######## scan_sequencer ########
scan_sequencer/registers.png
Other sequential cells in the stronger grey, the rest of the logic in the fainter grey.
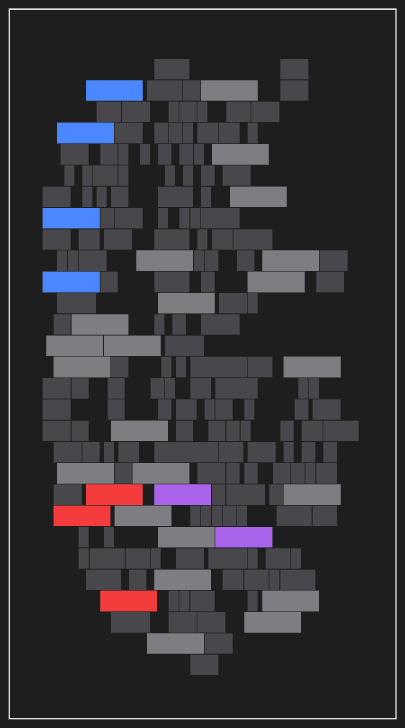

$ cat config.mk
export PLATFORM = sky130hd
export DESIGN_NAME = scan_sequencer
export DESIGN_NICKNAME = d
export VERILOG_FILES = /design/src/rtl/scan_pkg.sv /design/src/rtl/scan_tick_gen.sv /design/src/rtl/scan_sequencer.sv
export SDC_FILE = /design/constraint.sdc
export NUM_CORES = 1
export LEC_CHECK = 0
export CAP_MARGIN = 20
export CORE_ASPECT_RATIO = 2
export CORE_MARGIN = 4
export CORE_UTILIZATION = 45
export CTS_CLUSTER_DIAMETER = 100
export DETAILED_ROUTE_END_ITERATION = 16
export HOLD_SLACK_MARGIN = 0.12
export PLACE_DENSITY = 0.75
export SYNTH_ARGS = -nofsm -noshare
export SYNTH_HDL_FRONTEND = slang
export SYNTH_SLANG_ARGS = --single-unit
export TNS_END_PERCENT = 5
$ cat constraint.sdc
create_clock -name clk -period 4.5 [get_ports clk]
set_input_delay 0.9 -clock clk [delete_from_list [all_inputs] [get_ports clk]]
set_output_delay 0.9 -clock clk [all_outputs]
set_load 0.1 [all_outputs]
$ cat src/rtl/scan_pkg.sv
// Shared types and constants for the keypad/display scan sequencer:
// FSM state encoding, column one-hot codes, key map and small helpers.
package scan_pkg;

   typedef enum logic [1:0] {
      ST_SCAN     = 2'd0,
      ST_DEBOUNCE = 2'd1,
      ST_HELD     = 2'd2,
      ST_RELEASE  = 2'd3
   } scan_state_t;

   // One-hot column drive codes; column 0 is the leftmost bit.
   localparam logic [3:0] COL0 = 4'b1000;
   localparam logic [3:0] COL1 = 4'b0100;
   localparam logic [3:0] COL2 = 4'b0010;
   localparam logic [3:0] COL3 = 4'b0001;

   // Hex code of each key, indexed [column][row bit]; row bit 3 is the top row.
   localparam logic [3:0] KEYMAP [4][4] = '{
      '{4'hE, 4'h7, 4'h4, 4'h1},
      '{4'h0, 4'h8, 4'h5, 4'h2},
      '{4'hF, 4'h9, 4'h6, 4'h3},
      '{4'hD, 4'hC, 4'hB, 4'hA}
   };

   // Column number of a one-hot column code.
   function automatic logic [1:0] col_index(input logic [3:0] col);
      logic [1:0] idx;
      case (col)
         COL0:    idx = 2'd0;
         COL1:    idx = 2'd1;
         COL2:    idx = 2'd2;
         COL3:    idx = 2'd3;
         default: idx = 2'd0;
      endcase
      return idx;
   endfunction

   // Following column in scan order; a corrupted code restarts at column 0.
   function automatic logic [3:0] next_col(input logic [3:0] col);
      logic [3:0] nxt;
      case (col)
         COL0:    nxt = COL1;
         COL1:    nxt = COL2;
         COL2:    nxt = COL3;
         COL3:    nxt = COL0;
         default: nxt = COL0;
      endcase
      return nxt;
   endfunction

   // Highest active row index wins when several rows are active.
   function automatic logic [1:0] priority_row(input logic [3:0] r);
      logic [1:0] idx;
      if (r[3]) begin
         idx = 2'd3;
      end else if (r[2]) begin
         idx = 2'd2;
      end else if (r[1]) begin
         idx = 2'd1;
      end else begin
         idx = 2'd0;
      end
      return idx;
   endfunction

endpackage

$ cat src/rtl/scan_tick_gen.sv
// Free-running TIMEBITS-bit counter producing a one-cycle scan strobe
// while the counter sits at all-ones (every 2^TIMEBITS cycles).
module scan_tick_gen #(
   parameter int TIMEBITS = 3
) (
   input  logic clk,
   input  logic reset,
   output logic tick
);

   localparam logic [TIMEBITS-1:0] PRE_LAST = {TIMEBITS{1'b1}} - TIMEBITS'(1);

   logic [TIMEBITS-1:0] cnt_r;
   logic                tick_r;

   // Count cycles and register the strobe one count ahead so it is high exactly at all-ones.
   always_ff @(posedge clk) begin
      if (reset) begin
         cnt_r  <= '0;
         tick_r <= 1'b0;
      end else begin
         cnt_r  <= cnt_r + TIMEBITS'(1);
         tick_r <= (cnt_r == PRE_LAST);
      end
   end

   assign tick = tick_r;

endmodule

$ cat src/rtl/scan_sequencer.sv
// Keypad scan / debounce controller and two-digit display multiplexer.
// Optional build macro DISP_BLANK_EN inserts a blank phase after each digit
// (01, 00, 10, 00) to suppress ghosting; otherwise digits alternate 01/10.
module scan_sequencer
   import scan_pkg::*;
#(
   parameter int TIMEBITS = 3,
   parameter int DEBOUNCE = 3
) (
   input  logic       clk,
   input  logic       reset,
   input  logic [3:0] rows,
   output logic [3:0] col_drive,
   output logic       key_valid,
   output logic [3:0] key_code,
   output logic       tick,
   output logic [1:0] disp_en,
   output logic       disp_sel
);

   localparam logic [3:0] DEB_LAST = 4'(DEBOUNCE);
`ifdef DISP_BLANK_EN
   localparam int PHASE_W = 2;
`else
   localparam int PHASE_W = 1;
`endif

   logic               tick_s;
   logic [3:0]         rs_meta_r, rs_r;
   scan_state_t        state_r, state_next_s;
   logic [3:0]         cnt_r, cnt_next_s, cnt_inc_s;
   logic [1:0]         row_r, row_next_s;
   logic [3:0]         col_r, col_next_s;
   logic               key_valid_r, key_valid_next_s;
   logic [3:0]         key_code_r, key_code_next_s;
   logic [PHASE_W-1:0] phase_r, phase_next_s;
   logic [1:0]         disp_en_r, disp_en_next_s;
   logic               disp_sel_r, disp_sel_next_s;
   logic               row_active_s;

   scan_tick_gen #(.TIMEBITS(TIMEBITS)) u_tick_gen (
      .clk   (clk),
      .reset (reset),
      .tick  (tick_s)
   );

   // Two-flop synchronizer for the asynchronous keypad rows.
   always_ff @(posedge clk) begin
      if (reset) begin
         rs_meta_r <= 4'b0000;
         rs_r      <= 4'b0000;
      end else begin
         rs_meta_r <= rows;
         rs_r      <= rs_meta_r;
      end
   end

   assign row_active_s = rs_r[row_r];
   assign cnt_inc_s    = cnt_r + 4'd1;

   // Next-state logic for the scan/debounce FSM; it only moves on tick cycles.
   always_comb begin
      state_next_s     = state_r;
      cnt_next_s       = cnt_r;
      row_next_s       = row_r;
      col_next_s       = col_r;
      key_valid_next_s = 1'b0;
      key_code_next_s  = key_code_r;
      if (tick_s) begin
         case (state_r)
            ST_SCAN: begin
               if (rs_r != 4'b0000) begin
                  state_next_s = ST_DEBOUNCE;
                  row_next_s   = priority_row(rs_r);
                  cnt_next_s   = 4'd1;
               end else begin
                  col_next_s = next_col(col_r);
               end
            end
            ST_DEBOUNCE: begin
               if (row_active_s) begin
                  cnt_next_s = cnt_inc_s;
                  if (cnt_inc_s == DEB_LAST) begin
                     state_next_s     = ST_HELD;
                     key_valid_next_s = 1'b1;
                     key_code_next_s  = KEYMAP[col_index(col_r)][row_r];
                  end else begin
                     state_next_s = ST_DEBOUNCE;
                  end
               end else begin
                  state_next_s = ST_SCAN;
                  cnt_next_s   = 4'd0;
                  col_next_s   = next_col(col_r);
               end
            end
            ST_HELD: begin
               if (!row_active_s) begin
                  state_next_s = ST_RELEASE;
                  cnt_next_s   = 4'd1;
               end else begin
                  state_next_s = ST_HELD;
               end
            end
            ST_RELEASE: begin
               if (!row_active_s) begin
                  cnt_next_s = cnt_inc_s;
                  if (cnt_inc_s == DEB_LAST) begin
                     state_next_s = ST_SCAN;
                     cnt_next_s   = 4'd0;
                     col_next_s   = next_col(col_r);
                  end else begin
                     state_next_s = ST_RELEASE;
                  end
               end else begin
                  state_next_s = ST_HELD;
               end
            end
            default: begin
               state_next_s = ST_SCAN;
               cnt_next_s   = 4'd0;
               col_next_s   = COL0;
            end
         endcase
      end else begin
         state_next_s = state_r;
      end
   end

   // Display phase sequencing; digit enables and decoder select follow the phase.
   always_comb begin
      phase_next_s    = phase_r;
      disp_en_next_s  = disp_en_r;
      disp_sel_next_s = disp_sel_r;
      if (tick_s) begin
         phase_next_s = phase_r + PHASE_W'(1);
`ifdef DISP_BLANK_EN
         case (phase_next_s)
            2'd0: begin
               disp_en_next_s  = 2'b01;
               disp_sel_next_s = 1'b0;
            end
            2'd1: begin
               disp_en_next_s  = 2'b00;
               disp_sel_next_s = disp_sel_r;
            end
            2'd2: begin
               disp_en_next_s  = 2'b10;
               disp_sel_next_s = 1'b1;
            end
            2'd3: begin
               disp_en_next_s  = 2'b00;
               disp_sel_next_s = disp_sel_r;
            end
            default: begin
               disp_en_next_s  = 2'b01;
               disp_sel_next_s = 1'b0;
            end
         endcase
`else
         if (phase_next_s == 1'b0) begin
            disp_en_next_s  = 2'b01;
            disp_sel_next_s = 1'b0;
         end else begin
            disp_en_next_s  = 2'b10;
            disp_sel_next_s = 1'b1;
         end
`endif
      end else begin
         phase_next_s = phase_r;
      end
   end

   // State and output registers.
   always_ff @(posedge clk) begin
      if (reset) begin
         state_r     <= ST_SCAN;
         cnt_r       <= 4'd0;
         row_r       <= 2'd0;
         col_r       <= COL0;
         key_valid_r <= 1'b0;
         key_code_r  <= 4'h0;
         phase_r     <= '0;
         disp_en_r   <= 2'b01;
         disp_sel_r  <= 1'b0;
      end else begin
         state_r     <= state_next_s;
         cnt_r       <= cnt_next_s;
         row_r       <= row_next_s;
         col_r       <= col_next_s;
         key_valid_r <= key_valid_next_s;
         key_code_r  <= key_code_next_s;
         phase_r     <= phase_next_s;
         disp_en_r   <= disp_en_next_s;
         disp_sel_r  <= disp_sel_next_s;
      end
   end

   assign col_drive = col_r;
   assign key_valid = key_valid_r;
   assign key_code  = key_code_r;
   assign tick      = tick_s;
   assign disp_en   = disp_en_r;
   assign disp_sel  = disp_sel_r;

endmodule
######## lim_counter ########
## config.mk

```make
export PLATFORM = sky130hd
export DESIGN_NAME = lim_counter
export DESIGN_NICKNAME = d
export VERILOG_FILES = /design/src/rtl/lim_counter.sv
export SDC_FILE = /design/constraint.sdc
export NUM_CORES = 1
export LEC_CHECK = 0
export ABC_AREA = 0
export CORE_AREA = 2 2 39 41
export CTS_CLUSTER_SIZE = 30
export DETAILED_ROUTE_END_ITERATION = 16
export DIE_AREA = 0 0 41 43
export GPL_TIMING_DRIVEN = 1
export HOLD_SLACK_MARGIN = 0.08
export PLACE_DENSITY = 0.66
export SYNTH_ARGS = -nofsm -noshare
export SYNTH_HDL_FRONTEND = slang
export SYNTH_SLANG_ARGS = --single-unit
export TNS_END_PERCENT = 30
```

## constraint.sdc

```tcl
create_clock -name clk -period 1.7 [get_ports clk]
set_input_delay 0.17 -clock clk [delete_from_list [all_inputs] [get_ports clk]]
set_output_delay 0.17 -clock clk [all_outputs]
set_load 0.05 [all_outputs]
```

## src/rtl/lim_counter.sv

```systemverilog
// Cascadable modulo-(LIMIT+1) up/down counter with clear, clamped load and sticky load-error flag.
// count updates one edge after inputs are sampled; co is combinational (zero latency); no backpressure.
module lim_counter #(
    parameter int WIDTH = 4,
    parameter int LIMIT = 9
) (
    input  logic             clk,
    input  logic             rst_n,
    input  logic             clear,
    input  logic             load,
    input  logic [WIDTH-1:0] load_val,
    input  logic             en,
    input  logic             up_dn,
    output logic [WIDTH-1:0] count,
    output logic             co,
    output logic             load_err
);

    if (LIMIT < 1 || LIMIT > (2 ** WIDTH) - 1) begin : g_bad_limit
        $error("lim_counter: LIMIT out of range for WIDTH");
    end

    localparam logic [WIDTH-1:0] LIM = WIDTH'(LIMIT);

    logic at_top;
    logic at_bot;

    assign at_top = (count == LIM);
    assign at_bot = (count == '0);

    // Gated by rst_n so a downstream stage never sees a wrap while this one is held in reset.
    assign co = rst_n & en & ~clear & ~load & ((up_dn & at_top) | (~up_dn & at_bot));

    always_ff @(posedge clk or negedge rst_n) begin
        if (!rst_n) begin
            count    <= '0;
            load_err <= 1'b0;
        end else if (clear) begin
            count    <= '0;
            load_err <= 1'b0;
        end else if (load) begin
            if (load_val > LIM) begin
                count    <= LIM;
                load_err <= 1'b1;
            end else begin
                count    <= load_val;
            end
        end else if (en) begin
            if (up_dn) begin
                count <= at_top ? '0 : count + 1'b1;
            end else begin
                count <= at_bot ? LIM : count - 1'b1;
            end
        end
    end

endmodule

```

######## gray2rgb_serializer ########
===== src/rtl/gray2rgb_serializer_pkg.sv =====
// Shared constants for the gray-to-RGB output serializer: default pixel width,
// colour-channel encoding and FSM state encoding.
package gray2rgb_serializer_pkg;

  localparam int COLOR_SIZE_DEF = 8;

  localparam logic [1:0] CH_R = 2'd0;
  localparam logic [1:0] CH_G = 2'd1;
  localparam logic [1:0] CH_B = 2'd2;

  localparam logic [1:0] S_IDLE = 2'd0;
  localparam logic [1:0] S_R    = 2'd1;
  localparam logic [1:0] S_G    = 2'd2;
  localparam logic [1:0] S_B    = 2'd3;

endpackage


===== src/rtl/gray2rgb_serializer_sync_fifo.sv =====
// Small synchronous FIFO with registered occupancy count; head is read
// combinationally. Synchronous active-low reset plus active-high clear.
module sync_fifo #(
  parameter int WIDTH = 9,
  parameter int DEPTH = 4
) (
  input  logic             clk_i,
  input  logic             rst_i,
  input  logic             clear_i,
  input  logic             push_i,
  input  logic             pop_i,
  input  logic [WIDTH-1:0] din_i,
  output logic [WIDTH-1:0] dout_o,
  output logic             full_o,
  output logic             empty_o
);

  localparam int AW = $clog2(DEPTH);

  logic [WIDTH-1:0] mem [DEPTH];
  logic [AW-1:0]    wr_ptr;
  logic [AW-1:0]    rd_ptr;
  logic [AW:0]      count;
  logic             do_push;
  logic             do_pop;

  // A full FIFO refuses a push even when a pop happens in the same cycle.
  assign do_push = push_i && !full_o;
  assign do_pop  = pop_i && !empty_o;
  assign full_o  = (count == (AW+1)'(DEPTH));
  assign empty_o = (count == '0);
  assign dout_o  = mem[rd_ptr];

  always_ff @(posedge clk_i) begin
    if (!rst_i || clear_i) begin
      wr_ptr <= '0;
      rd_ptr <= '0;
      count  <= '0;
    end else begin
      if (do_push) wr_ptr <= wr_ptr + AW'(1);
      if (do_pop)  rd_ptr <= rd_ptr + AW'(1);
      count <= count + (AW+1)'(do_push) - (AW+1)'(do_pop);
    end
  end

  always_ff @(posedge clk_i) begin
    if (do_push && rst_i && !clear_i) mem[wr_ptr] <= din_i;
  end

endmodule


===== src/rtl/gray2rgb_serializer.sv =====
// Re-expands buffered gray pixels into three colour-channel beats (R, G, B)
// carrying the gray value, and counts pixels emitted per frame.
module gray2rgb_serializer
  import gray2rgb_serializer_pkg::*;
#(
  parameter int COLOR_SIZE = COLOR_SIZE_DEF,
  parameter int FIFO_DEPTH = 4,
  parameter int CNT_W      = 16
) (
  input  logic                  clk_i,
  input  logic                  rst_i,
  input  logic                  clear_i,
  input  logic                  gray_valid_i,
  output logic                  gray_ready_o,
  input  logic [COLOR_SIZE-1:0] gray_data_i,
  input  logic                  gray_last_i,
  output logic                  rgb_valid_o,
  input  logic                  rgb_ready_i,
  output logic [COLOR_SIZE-1:0] rgb_data_o,
  output logic [1:0]            rgb_channel_o,
  output logic                  rgb_last_o,
  output logic [CNT_W-1:0]      pix_count_o,
  output logic                  frame_done_o,
  output logic [1:0]            dbg_state_o
);

  // Handshakes: a transfer happens on a rising edge where valid && ready.
  // Once valid is raised it stays high, and the payload stays constant,
  // until that transfer; ready never depends combinationally on valid.

  logic [1:0]          state;
  logic                pix_last;
  logic                fifo_full;
  logic                fifo_empty;
  logic [COLOR_SIZE:0] fifo_dout;
  logic                push;
  logic                pop;
  logic                beat_acc;
  logic                b_acc;

  assign gray_ready_o = !fifo_full;
  assign push         = gray_valid_i && gray_ready_o;
  assign rgb_valid_o  = (state != S_IDLE);
  assign beat_acc     = rgb_valid_o && rgb_ready_i;
  assign b_acc        = beat_acc && (state == S_B);
  // Pull the next pixel when idle, or back-to-back as the B beat leaves.
  assign pop          = !fifo_empty && ((state == S_IDLE) || b_acc);
  assign dbg_state_o  = state;

  sync_fifo #(
    .WIDTH (COLOR_SIZE + 1),
    .DEPTH (FIFO_DEPTH)
  ) u_fifo (
    .clk_i   (clk_i),
    .rst_i   (rst_i),
    .clear_i (clear_i),
    .push_i  (push),
    .pop_i   (pop),
    .din_i   ({gray_last_i, gray_data_i}),
    .dout_o  (fifo_dout),
    .full_o  (fifo_full),
    .empty_o (fifo_empty)
  );

  always_ff @(posedge clk_i) begin
    if (!rst_i || clear_i) begin
      state         <= S_IDLE;
      rgb_data_o    <= '0;
      rgb_channel_o <= CH_R;
      rgb_last_o    <= 1'b0;
      pix_last      <= 1'b0;
      pix_count_o   <= '0;
      frame_done_o  <= 1'b0;
    end else begin
      frame_done_o <= 1'b0;
      if (b_acc) begin
        if (rgb_last_o) begin
          pix_count_o  <= '0;
          frame_done_o <= 1'b1;
        end else begin
          pix_count_o <= pix_count_o + CNT_W'(1);
        end
      end

      if (pop) begin
        state         <= S_R;
        rgb_data_o    <= fifo_dout[COLOR_SIZE-1:0];
        pix_last      <= fifo_dout[COLOR_SIZE];
        rgb_channel_o <= CH_R;
        rgb_last_o    <= 1'b0;
      end else begin
        case (state)
          S_R: if (beat_acc) begin
            state         <= S_G;
            rgb_channel_o <= CH_G;
          end
          S_G: if (beat_acc) begin
            state         <= S_B;
            rgb_channel_o <= CH_B;
            rgb_last_o    <= pix_last;
          end
          S_B: if (beat_acc) begin
            state         <= S_IDLE;
            rgb_channel_o <= CH_R;
            rgb_last_o    <= 1'b0;
          end
          default: ;
        endcase
      end
    end
  end

endmodule


===== config.mk =====
export PLATFORM = sky130hd
export DESIGN_NAME = gray2rgb_serializer
export DESIGN_NICKNAME = d
export VERILOG_FILES = /design/src/rtl/gray2rgb_serializer_pkg.sv /design/src/rtl/gray2rgb_serializer_sync_fifo.sv /design/src/rtl/gray2rgb_serializer.sv
export SDC_FILE = /design/constraint.sdc
export NUM_CORES = 1
export LEC_CHECK = 0
export ABC_AREA = 1
export CORE_MARGIN = 3
export CORE_UTILIZATION = 36
export DETAILED_ROUTE_END_ITERATION = 16
export PLACE_DENSITY = 0.68
export SYNTH_ARGS = -nofsm -noshare
export SYNTH_HDL_FRONTEND = slang
export SYNTH_HIERARCHICAL = 1
export SYNTH_SLANG_ARGS = --single-unit

===== constraint.sdc =====
create_clock -name clk_i -period 4.1 [get_ports clk_i]
set_input_delay 0.82 -clock clk_i [delete_from_list [all_inputs] [get_ports clk_i]]
set_output_delay 0.82 -clock clk_i [all_outputs]
set_load 0.1 [all_outputs]

######## cozy_regfile_debug_flat ########
`config.mk`:
```
export PLATFORM = sky130hd
export DESIGN_NAME = cozy_regfile_debug_flat
export DESIGN_NICKNAME = d
export VERILOG_FILES = /design/src/rtl/cozy_debug_pkg.sv /design/src/rtl/cozy_regfile_debug_if.sv /design/src/rtl/cozy_regfile_debug.sv /design/src/flat_wrapper.sv
export SDC_FILE = /design/constraint.sdc
export NUM_CORES = 1
export LEC_CHECK = 0
export ABC_AREA = 1
export CAP_MARGIN = 30
export CORE_MARGIN = 2
export CORE_UTILIZATION = 25
export CTS_CLUSTER_DIAMETER = 80
export DETAILED_ROUTE_END_ITERATION = 12
export HOLD_SLACK_MARGIN = 0.15
export PLACE_DENSITY = 0.44
export SYNTH_ARGS = -nofsm -noshare
export SYNTH_HDL_FRONTEND = slang
export SYNTH_SLANG_ARGS = --single-unit
```
`constraint.sdc`:
```
create_clock -name clk -period 4.5 [get_ports clk]
set_clock_uncertainty 0.05 [all_clocks]
set_input_delay 0.45 -clock clk [delete_from_list [all_inputs] [get_ports clk]]
set_output_delay 0.45 -clock clk [all_outputs]
set_load 0.02 [all_outputs]
```
`src/rtl/cozy_debug_pkg.sv`:
```
// Shared definitions for the register-file debug bridge: command opcodes,
// response codes, FSM state encoding and a small command decoder.
package cozy_debug_pkg;

  // High-nibble opcodes; the low nibble carries the register index.
  localparam logic [3:0] OP_READ       = 4'h1;
  localparam logic [3:0] OP_WRITE      = 4'h2;
  // The dump command is only recognised as the exact byte 0x30.
  localparam logic [7:0] CMD_DUMP_BYTE = 8'h30;

  // Response bytes that are not register data.
  localparam logic [7:0] RSP_ACK       = 8'hA5;
  localparam logic [7:0] RSP_TIMEOUT   = 8'hEE;
  localparam logic [7:0] RSP_BAD_CMD   = 8'hEF;

  // Dump walks R1..R15; R0 is hard-wired to zero and never dumped.
  localparam logic [3:0] DUMP_FIRST    = 4'd1;
  localparam logic [3:0] DUMP_LAST     = 4'd15;

  typedef enum logic [3:0] {
    ST_IDLE,
    ST_HALT_WAIT,
    ST_GET_HI,
    ST_GET_LO,
    ST_COMMIT,
    ST_SEND_HI,
    ST_SEND_LO,
    ST_NEXT,
    ST_RELEASE
  } state_t;

  typedef enum logic [1:0] {
    KIND_READ,
    KIND_WRITE,
    KIND_DUMP,
    KIND_BAD
  } cmd_kind_t;

  // Classify a command byte received while idle.
  function automatic cmd_kind_t decode_cmd(input logic [7:0] cmd);
    cmd_kind_t kind;
    if (cmd == CMD_DUMP_BYTE) begin
      kind = KIND_DUMP;
    end else if (cmd[7:4] == OP_READ) begin
      kind = KIND_READ;
    end else if (cmd[7:4] == OP_WRITE) begin
      kind = KIND_WRITE;
    end else begin
      kind = KIND_BAD;
    end
    return kind;
  endfunction

endpackage

```
`src/rtl/cozy_regfile_debug_if.sv`:
```
// Byte-wide host link: a command stream into the bridge and a response
// stream back out, each with its own valid/ready handshake.
interface cozy_regfile_debug_if;

  logic [7:0] cmd_data;
  logic       cmd_valid;
  logic       cmd_ready;
  logic [7:0] rsp_data;
  logic       rsp_valid;
  logic       rsp_ready;

  // Host side: sends commands, accepts responses.
  modport master (
    output cmd_data,
    output cmd_valid,
    input  cmd_ready,
    input  rsp_data,
    input  rsp_valid,
    output rsp_ready
  );

  // Bridge side: accepts commands, sends responses.
  modport slave (
    input  cmd_data,
    input  cmd_valid,
    output cmd_ready,
    output rsp_data,
    output rsp_valid,
    input  rsp_ready
  );

endinterface

```
`src/rtl/cozy_regfile_debug.sv`:
```
// Debug bridge between a byte-oriented host link and the CPU register file.
// It halts the CPU, takes over the register-file ports, performs a single
// read, a single write or a dump of R1..R15, returns the result bytes and
// then hands the register file back to the CPU.
module cozy_regfile_debug
  import cozy_debug_pkg::*;
#(
  parameter int HALT_TIMEOUT = 255
) (
  input  logic                       clk,
  input  logic                       rst,
  cozy_regfile_debug_if.slave        host,
  output logic                       halt_req,
  input  logic                       cpu_halted,
  output logic [3:0]                 rD_sel,
  output logic                       rD_we,
  output logic [15:0]                rD_in,
  output logic [3:0]                 rS_sel,
  input  logic [15:0]                rS_out
);

  localparam int CNT_W = (HALT_TIMEOUT < 1) ? 1 : $clog2(HALT_TIMEOUT + 1);

  state_t            state_q, state_d;
  cmd_kind_t         kind_q, kind_d;
  logic [3:0]        idx_q, idx_d;
  logic [15:0]       data_q, data_d;
  logic [15:0]       hold_q, hold_d;
  logic [CNT_W-1:0]  cnt_q, cnt_d;
  logic [CNT_W-1:0]  cnt_inc;
  logic [7:0]        code_q, code_d;
  logic              rsp_valid_q, rsp_valid_d;
  logic              cmd_fire;
  logic              rsp_fire;
  logic              halt_expired;

  assign cmd_fire     = host.cmd_valid && host.cmd_ready;
  assign rsp_fire     = rsp_valid_q && host.rsp_ready;
  assign cnt_inc      = cnt_q + 1'b1;
  assign halt_expired = (cnt_inc == CNT_W'(HALT_TIMEOUT));

  assign host.rsp_valid = rsp_valid_q;
  assign rD_sel         = idx_q;
  assign rD_in          = data_q;
  assign rS_sel         = idx_q;

  // State register; reset abandons any command in flight.
  always_ff @(posedge clk or posedge rst) begin
    if (rst) begin
      state_q <= ST_IDLE;
    end else begin
      state_q <= state_d;
    end
  end

  // Next-state logic: sequencing of halt, data capture, transfer and release.
  always_comb begin
    state_d = state_q;
    unique case (state_q)
      ST_IDLE: begin
        if (cmd_fire) begin
          unique case (decode_cmd(host.cmd_data))
            KIND_READ, KIND_DUMP: state_d = ST_HALT_WAIT;
            KIND_WRITE:           state_d = ST_GET_HI;
            default:              state_d = ST_RELEASE;
          endcase
        end
      end
      ST_GET_HI: begin
        if (cmd_fire) state_d = ST_GET_LO;
      end
      ST_GET_LO: begin
        if (cmd_fire) state_d = ST_HALT_WAIT;
      end
      ST_HALT_WAIT: begin
        if (cpu_halted) begin
          state_d = (kind_q == KIND_WRITE) ? ST_COMMIT : ST_SEND_HI;
        end else if (halt_expired) begin
          state_d = ST_RELEASE;
        end
      end
      ST_COMMIT: begin
        state_d = ST_RELEASE;
      end
      ST_SEND_HI: begin
        if (rsp_fire) state_d = ST_SEND_LO;
      end
      ST_SEND_LO: begin
        if (rsp_fire) begin
          if (kind_q == KIND_DUMP && idx_q != DUMP_LAST) begin
            state_d = ST_NEXT;
          end else begin
            state_d = ST_RELEASE;
          end
        end
      end
      ST_NEXT: begin
        state_d = ST_SEND_HI;
      end
      ST_RELEASE: begin
        if (!cpu_halted && !rsp_valid_q) state_d = ST_IDLE;
      end
      default: begin
        state_d = ST_IDLE;
      end
    endcase
  end

  // Datapath next-state: command latches, halt counter and response buffer.
  always_comb begin
    kind_d      = kind_q;
    idx_d       = idx_q;
    data_d      = data_q;
    hold_d      = hold_q;
    cnt_d       = cnt_q;
    code_d      = code_q;
    rsp_valid_d = rsp_valid_q && !host.rsp_ready;
    unique case (state_q)
      ST_IDLE: begin
        if (cmd_fire) begin
          kind_d = decode_cmd(host.cmd_data);
          idx_d  = (decode_cmd(host.cmd_data) == KIND_DUMP) ? DUMP_FIRST
                                                            : host.cmd_data[3:0];
          cnt_d  = '0;
          if (decode_cmd(host.cmd_data) == KIND_BAD) begin
            code_d      = RSP_BAD_CMD;
            rsp_valid_d = 1'b1;
          end
        end
      end
      ST_GET_HI: begin
        if (cmd_fire) data_d[15:8] = host.cmd_data;
      end
      ST_GET_LO: begin
        if (cmd_fire) begin
          data_d[7:0] = host.cmd_data;
          cnt_d       = '0;
        end
      end
      ST_HALT_WAIT: begin
        if (!cpu_halted) begin
          cnt_d = cnt_inc;
          if (halt_expired) begin
            code_d      = RSP_TIMEOUT;
            rsp_valid_d = 1'b1;
          end
        end
      end
      ST_COMMIT: begin
        code_d      = RSP_ACK;
        rsp_valid_d = 1'b1;
      end
      ST_SEND_HI: begin
        if (!rsp_valid_q) begin
          hold_d      = rS_out;
          rsp_valid_d = 1'b1;
        end else if (host.rsp_ready) begin
          rsp_valid_d = 1'b1;
        end
      end
      ST_NEXT: begin
        idx_d = idx_q + 4'd1;
      end
      default: begin
      end
    endcase
  end

  // Datapath registers.
  always_ff @(posedge clk or posedge rst) begin
    if (rst) begin
      kind_q      <= KIND_READ;
      idx_q       <= '0;
      data_q      <= '0;
      hold_q      <= '0;
      cnt_q       <= '0;
      code_q      <= '0;
      rsp_valid_q <= 1'b0;
    end else begin
      kind_q      <= kind_d;
      idx_q       <= idx_d;
      data_q      <= data_d;
      hold_q      <= hold_d;
      cnt_q       <= cnt_d;
      code_q      <= code_d;
      rsp_valid_q <= rsp_valid_d;
    end
  end

  // Outputs decoded from state: ready, halt request, write strobe, response byte.
  always_comb begin
    host.cmd_ready = 1'b0;
    halt_req       = 1'b0;
    rD_we          = 1'b0;
    host.rsp_data  = code_q;
    unique case (state_q)
      ST_IDLE, ST_GET_HI, ST_GET_LO: begin
        host.cmd_ready = !rst;
      end
      ST_HALT_WAIT, ST_NEXT: begin
        halt_req = 1'b1;
      end
      ST_COMMIT: begin
        halt_req = 1'b1;
        rD_we    = cpu_halted;
      end
      ST_SEND_HI: begin
        halt_req      = 1'b1;
        host.rsp_data = hold_q[15:8];
      end
      ST_SEND_LO: begin
        halt_req      = 1'b1;
        host.rsp_data = hold_q[7:0];
      end
      default: begin
      end
    endcase
  end

endmodule
```
`src/flat_wrapper.sv`:
```
// flat-port wrapper written by rule: the top's interface ports become plain ports
module cozy_regfile_debug_flat import cozy_debug_pkg::*;
#(
  parameter int HALT_TIMEOUT = 255
)
  (clk, rst, halt_req, cpu_halted, rD_sel, rD_we, rD_in, rS_sel, rS_out, host_cmd_data, host_cmd_valid, host_cmd_ready, host_rsp_data, host_rsp_valid, host_rsp_ready);
  cozy_regfile_debug_if host_i ();
  input  logic clk;
  input  logic rst;
  output logic halt_req;
  input  logic cpu_halted;
  output logic [3:0] rD_sel;
  output logic rD_we;
  output logic [15:0] rD_in;
  output logic [3:0] rS_sel;
  input  logic [15:0] rS_out;
  input wire logic [$bits(host_i.cmd_data)-1:0] host_cmd_data;
  input wire logic [$bits(host_i.cmd_valid)-1:0] host_cmd_valid;
  output wire logic [$bits(host_i.cmd_ready)-1:0] host_cmd_ready;
  output wire logic [$bits(host_i.rsp_data)-1:0] host_rsp_data;
  output wire logic [$bits(host_i.rsp_valid)-1:0] host_rsp_valid;
  input wire logic [$bits(host_i.rsp_ready)-1:0] host_rsp_ready;
  assign host_i.cmd_data = host_cmd_data;
  assign host_i.cmd_valid = host_cmd_valid;
  assign host_cmd_ready = host_i.cmd_ready;
  assign host_rsp_data = host_i.rsp_data;
  assign host_rsp_valid = host_i.rsp_valid;
  assign host_i.rsp_ready = host_rsp_ready;
  cozy_regfile_debug #(.HALT_TIMEOUT(HALT_TIMEOUT)) u_core (.clk(clk), .rst(rst), .host(host_i), .halt_req(halt_req), .cpu_halted(cpu_halted), .rD_sel(rD_sel), .rD_we(rD_we), .rD_in(rD_in), .rS_sel(rS_sel), .rS_out(rS_out));
endmodule
```
lim_counter/clock_map.png
Bar = 10 µm.
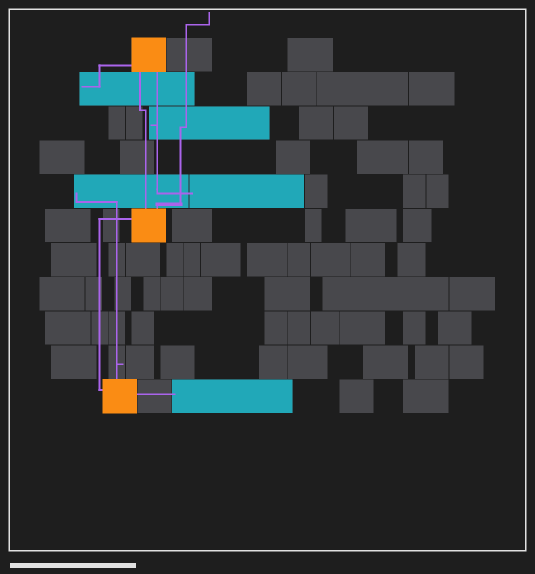
[purple] clock wires | length: 101 µm
[orange] cells driving clock nets | count: 3
[cyan] flip-flops | count: 5
routed clock nets: 4

==> run summary, lim_counter <==
The flow run is done. Area enclosed by the die boundary landed at 1760 µm². The largest total area in the synthesized netlist belongs to dfrtp_1. Number of flip-flops under the largest register name landed at 4. In the final layout, flip-flops and latches occupy 128 µm². Summing every instance area after synthesis gives 424 µm². Per the finish-stage timing summary, setup violations number 1. Per STA, the startpoint of the critical path is count[3].

Per the CTS log, the buffer count on the longest clock path is 2. Detailed placement reports a standard cell area of 642 µm². Final layout net count landed at 85. Proportion of synthesized chip area in sequential cells landed at 0.295. Via count of the first global-routing pass landed at 478. Measured on the final layout, the clock distribution area share stands at 0.0393. Counting flops with a built-in enable in the synthesized netlist gives 0.

The run finished, with violations left. According to the hold report, the worst path is of the input pin to async pin type. The design draws 0.441 mW. Logic share of the area landed at 0.414. The final reports fail on setup timing. Die span in x landed at 41 µm. At the worst endpoint, the required time is 1530 ps. Post-layout worst setup margin landed at -63.5 ps. Summed over all layers, the global routing overflow is 0.

Share of synthesized registers carrying an async set or reset landed at 1.00. Number of buffers inserted to repair setup after CTS landed at 0. By count the netlist is led by nor2_1, dfrtp_1, o21ai_0. In the power breakdown, the internal column shows 0.291 mW. Met1 layer wirelength in the final routing landed at 500 µm. In this run the number of H-tree levels came out at 1. Clock transition at the registers of the reported paths landed at 50 ps. Half-perimeter wire length after detailed placement landed at 903 µm.
gray2rgb_serializer/gate_families.png
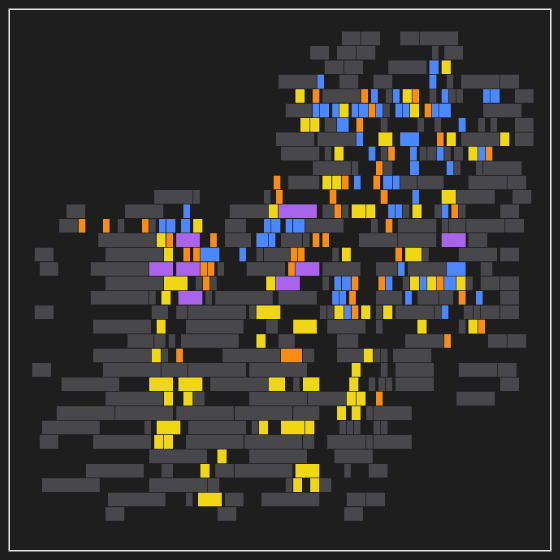
[orange] inverters | cells: 46
[yellow] inverting AOI/OAI gates | cells: 65
[blue] NAND gates | cells: 60
[purple] adder and majority cells | cells: 8 | where: centre

gray2rgb_serializer/clock_map.png
Bar = 20 µm.
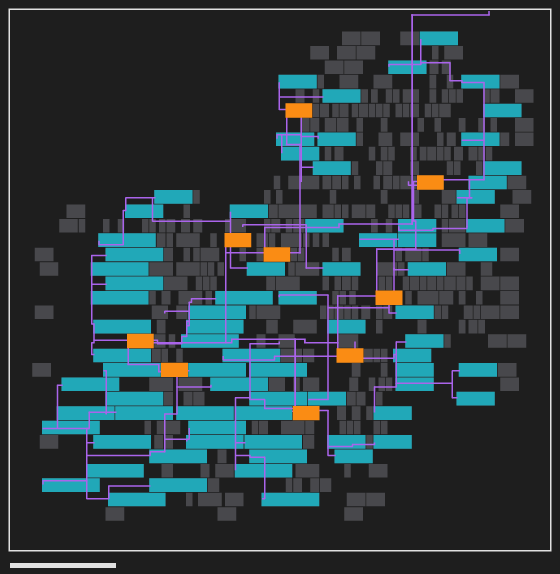
[purple] clock wires | length: 917 µm
[orange] cells driving clock nets | count: 9
[cyan] flip-flops | count: 76
routed clock nets: 10

==> run summary, gray2rgb_serializer <==
The flow run is done. With fillers left out, the area of the finished cells amounts to 4030 µm². In the synthesized netlist, the number of instances is 351. Among all cell types in the netlist, the one instantiated most often is nor2_1. Area enclosed by the die boundary landed at 10400 µm².

Share of synthesized registers carrying an async set or reset landed at 0. Number of standard cells reported by yosys landed at 351. Of the cells placed in the final design, the portion with a size suffix greater than 1 is 0.118. Count of inverters not on the clock network in the layout landed at 46.

Subtracting the final worst setup slack from the clock period gives 3200 ps. Clock buffer count from CTS landed at 9. For reference, the top logic cell family by area is simple AND/OR/NAND/NOR gates. Post-layout period usage of the worst path landed at 0.780.

Overall power of the completed layout landed at 1.52 mW. For this block, the via count after detailed routing is 2448. The run finished with clean final reports. Per the placement log, port buffering inserted 45 buffers. Stage-log warning count landed at 29. The register with the most flip-flops in the layout has 36 of them. In this run, the synthesized area fraction spent on adder and majority cells is recorded as 0.0325. The commonest cells after synthesis are nor2_1, inv_1, nand2_1.

Worst setup slack before clock tree synthesis landed at 557 ps. The number of maximum-capacitance violations recorded for the run is 0. For this design the total switching power over the nets is 0.426 mW. Hold-check failures listed in the final report amount to 0. Per Yosys stat, the portion of area used by sequential elements is 0.568. The flow inserted 108 tap cells.

Share of the synthesized area in the top cell type landed at 0.326. Instance count on the critical path landed at 13. Slew of the pin with the lowest slew margin landed at 975 ps. For the combinational group, total power comes out at 0.133 mW.
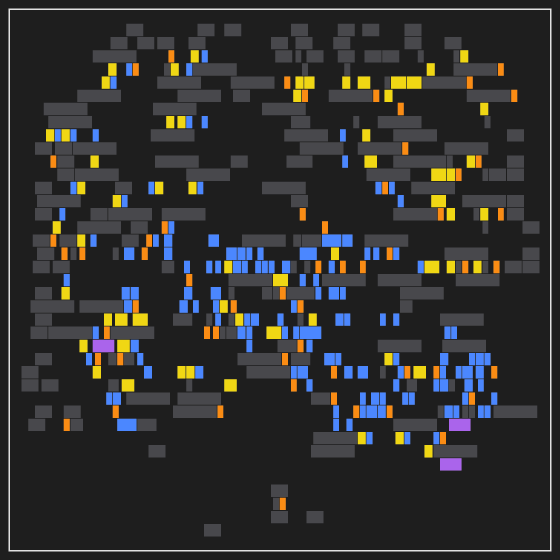
cozy_regfile_debug_flat/gate_families.png
[purple] adder and majority cells | cells: 3
[blue] NAND gates | cells: 130
[yellow] inverting AOI/OAI gates | cells: 60
[orange] inverters | cells: 56

==> run summary, cozy_regfile_debug_flat <==
The flow run is done. Delay of the slowest critical-path stage landed at 560 ps. TritonCTS built the clock tree. In the hold timing report, the worst path depth is 2.

By area, the class that comes first in the final layout consists of registers. Instance count on the critical path landed at 7. Overall power of the completed layout landed at 2.25 mW. The synthesized design contains 0 enable-type register cells. On the critical path the largest part of the delay comes from simple AND/OR/NAND/NOR gates.

Of the total synthesized cell area, the portion taken by full adders, half adders and majority gates is 0.0130. In the layout the commonest cells are nand2_1, clkdlybuf4s50_1, dfrtp_1, inv_1, nor2_1. Post-route setup TNS landed at 0 ps. The die covers 12400 µm².

Excluding fillers, the count of instances in the completed layout stands at 567. Arrival time reported for the critical path endpoint landed at 2260 ps. Buffers placed on the I/O ports in this run total 64. Post-detailed-route count of antenna-violating nets landed at 0. Wire segments on met3 add up to 338 µm in the final route. End-of-flow core utilization landed at 0.334. The synthesis report gives the async set-or-reset register share as 1.00.

On the worst setup and hold paths after CTS, the clock-pin slew comes to 70 ps. The run finished with clean final reports. The worst setup path is of the register to output port kind. Number of endpoints with negative hold slack in the final report landed at 0. Layout cell share with drive strength beyond 1 landed at 0.0943. Worst setup slack before clock tree synthesis landed at 2030 ps.
scan_sequencer/clock_map.png
Bar = 10 µm.
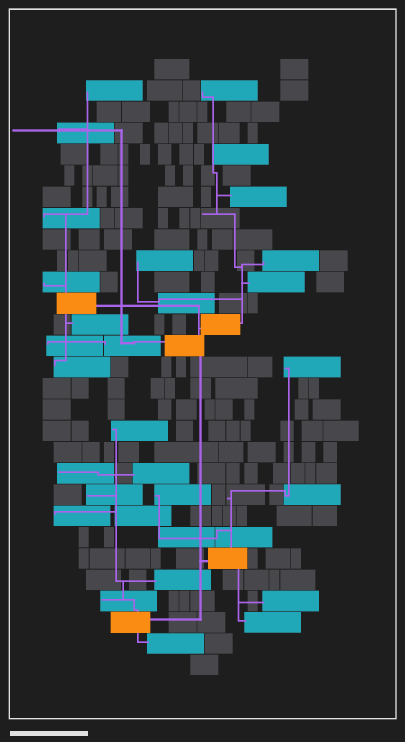
[purple] clock wires | length: 369 µm
[cyan] flip-flops | count: 31
[orange] cells driving clock nets | count: 5
routed clock nets: 6

## Picture notes: scan_sequencer/registers.png
[blue] col_drive | flops: 4 | where: north-west
[purple] state_r | flops: 2
[red] u_tick_gen.cnt_r | flops: 3
not coloured: 22

==> run summary, scan_sequencer <==
The flow run is done. The flow ran to the end, and the final reports show no timing, DRC or antenna violations. Gate count after technology mapping landed at 173. Count of input and output buffers landed at 18. Instance area at placement landed at 1710 µm². Tracing the worst setup path back leads to its startpoint at u_tick_gen.tick. For this design the ratio of total power to cell area is 299 nW/µm². Worst hold path depth landed at 1. Delay of the slowest critical-path stage landed at 1200 ps. Insertion delay of the later-clocked pin in the worst-skew pair landed at 270 ps. Number of placed instances with taps included landed at 213. Clock buffer count from CTS landed at 5. The synthesis run identifies the leading combinational cell family as simple AND/OR/NAND/NOR gates. Summing over every cut layer, the via total after detailed routing is 1223. The number of buffers and inverters on the critical path is 1. Of all power groups, the one with the highest power is sequential cells. The cell-mix breakdown from Yosys lists the XOR/XNOR area share as 0.0229.

Of the total synthesized cell area, the portion taken by AND-OR and OR-AND cells is 0.151. Routing usage on met2 landed at 0.275. Of all cell types, the one taking the most synthesized area is dfxtp_1. Reported sequential group power landed at 0.284 mW. Final setup violation count landed at 0. Per the STA report, the cell with the highest stage delay on the worst path is clkdlybuf4s50_1. Area enclosed by the die boundary landed at 4460 µm².

Synthesized area landed at 1530 µm². Looking at the clock tree report, the maximum root-to-sink buffer count equals 2. In the final design, more cell area goes to multi-input combinational cells than to any other class.

Post-synthesis, Yosys gives the total cell area as 1530 µm². At the pin with the least slew margin, the transition time is 971 ps. The global routing report lists met3 layer usage as 0.0364.

Setup repair after global routing left no endpoint under its margin. Share of the synthesized area in the top cell type landed at 0.405. Number of antenna violations at the first check in global routing landed at 0.

In this design, the largest share of critical-path delay is due to buffers and inverters.

==> layout pictures side by side <==
Clock nets.
image #1
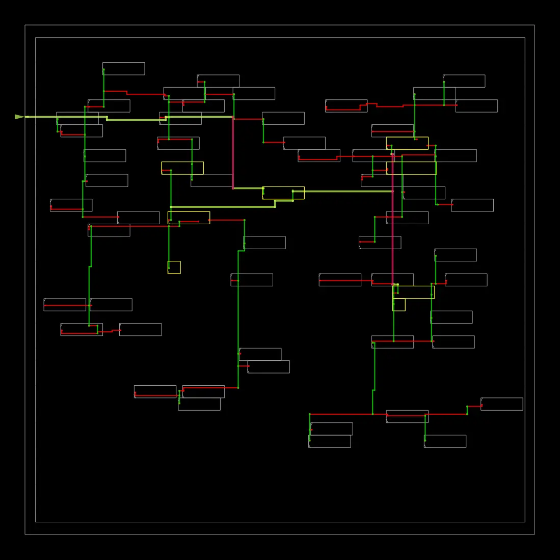
image #2
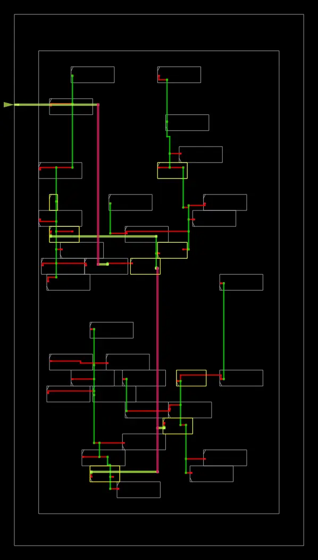
image #3
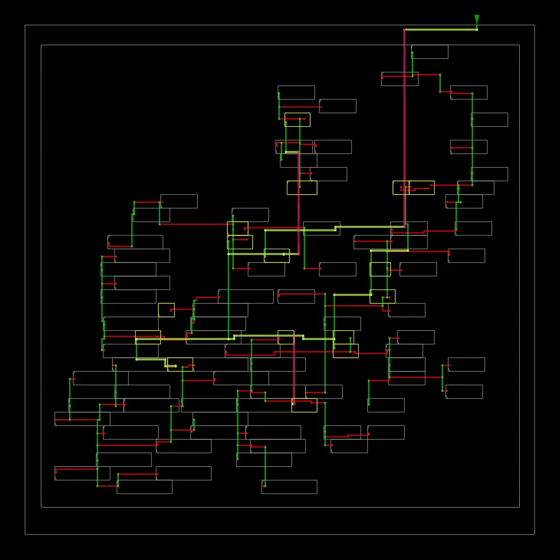
Image #3 is gray2rgb_serializer.
Image #2 is scan_sequencer.
Image #1 is cozy_regfile_debug_flat.



==> layout pictures side by side <==
Cells by drive strength.
panel A
Bar = 10 µm.
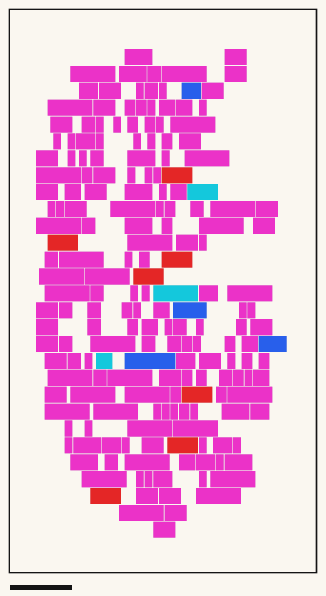
panel B
Bar = 20 µm.
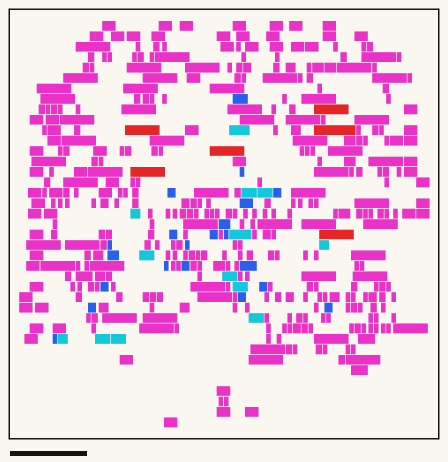
panel C
Bar = 10 µm.
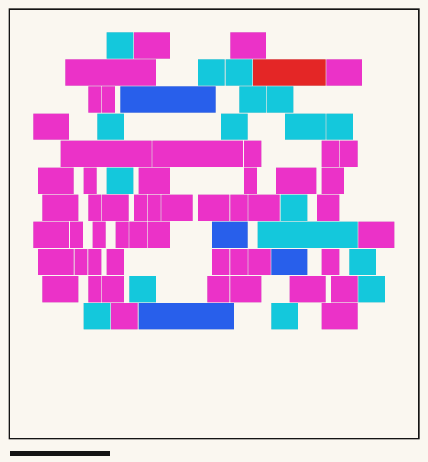
panel D
Bar = 20 µm.
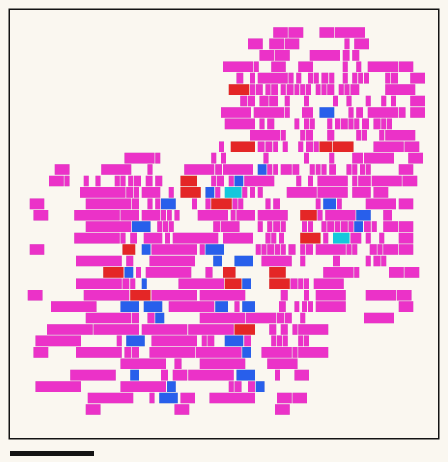
| picture | from |
|---|---|
| panel A | scan_sequencer |
| panel B | cozy_regfile_debug_flat |
| panel C | lim_counter |
| panel D | gray2rgb_serializer |
The one with the fewest cells is panel C.
The one with the smallest die is panel C.

Key to panel D:
[cyan] drive 3 to 4 | cells: 2 | most used: nor2_4
[red] drive 6 and up | cells: 17 | most used: clkbuf_8
[blue] drive 2 | cells: 29 | most used: nor2_2
[magenta] drive 1 or less | cells: 358 | most used: nor2_1

Power is estimated from default activity; no workload was simulated.
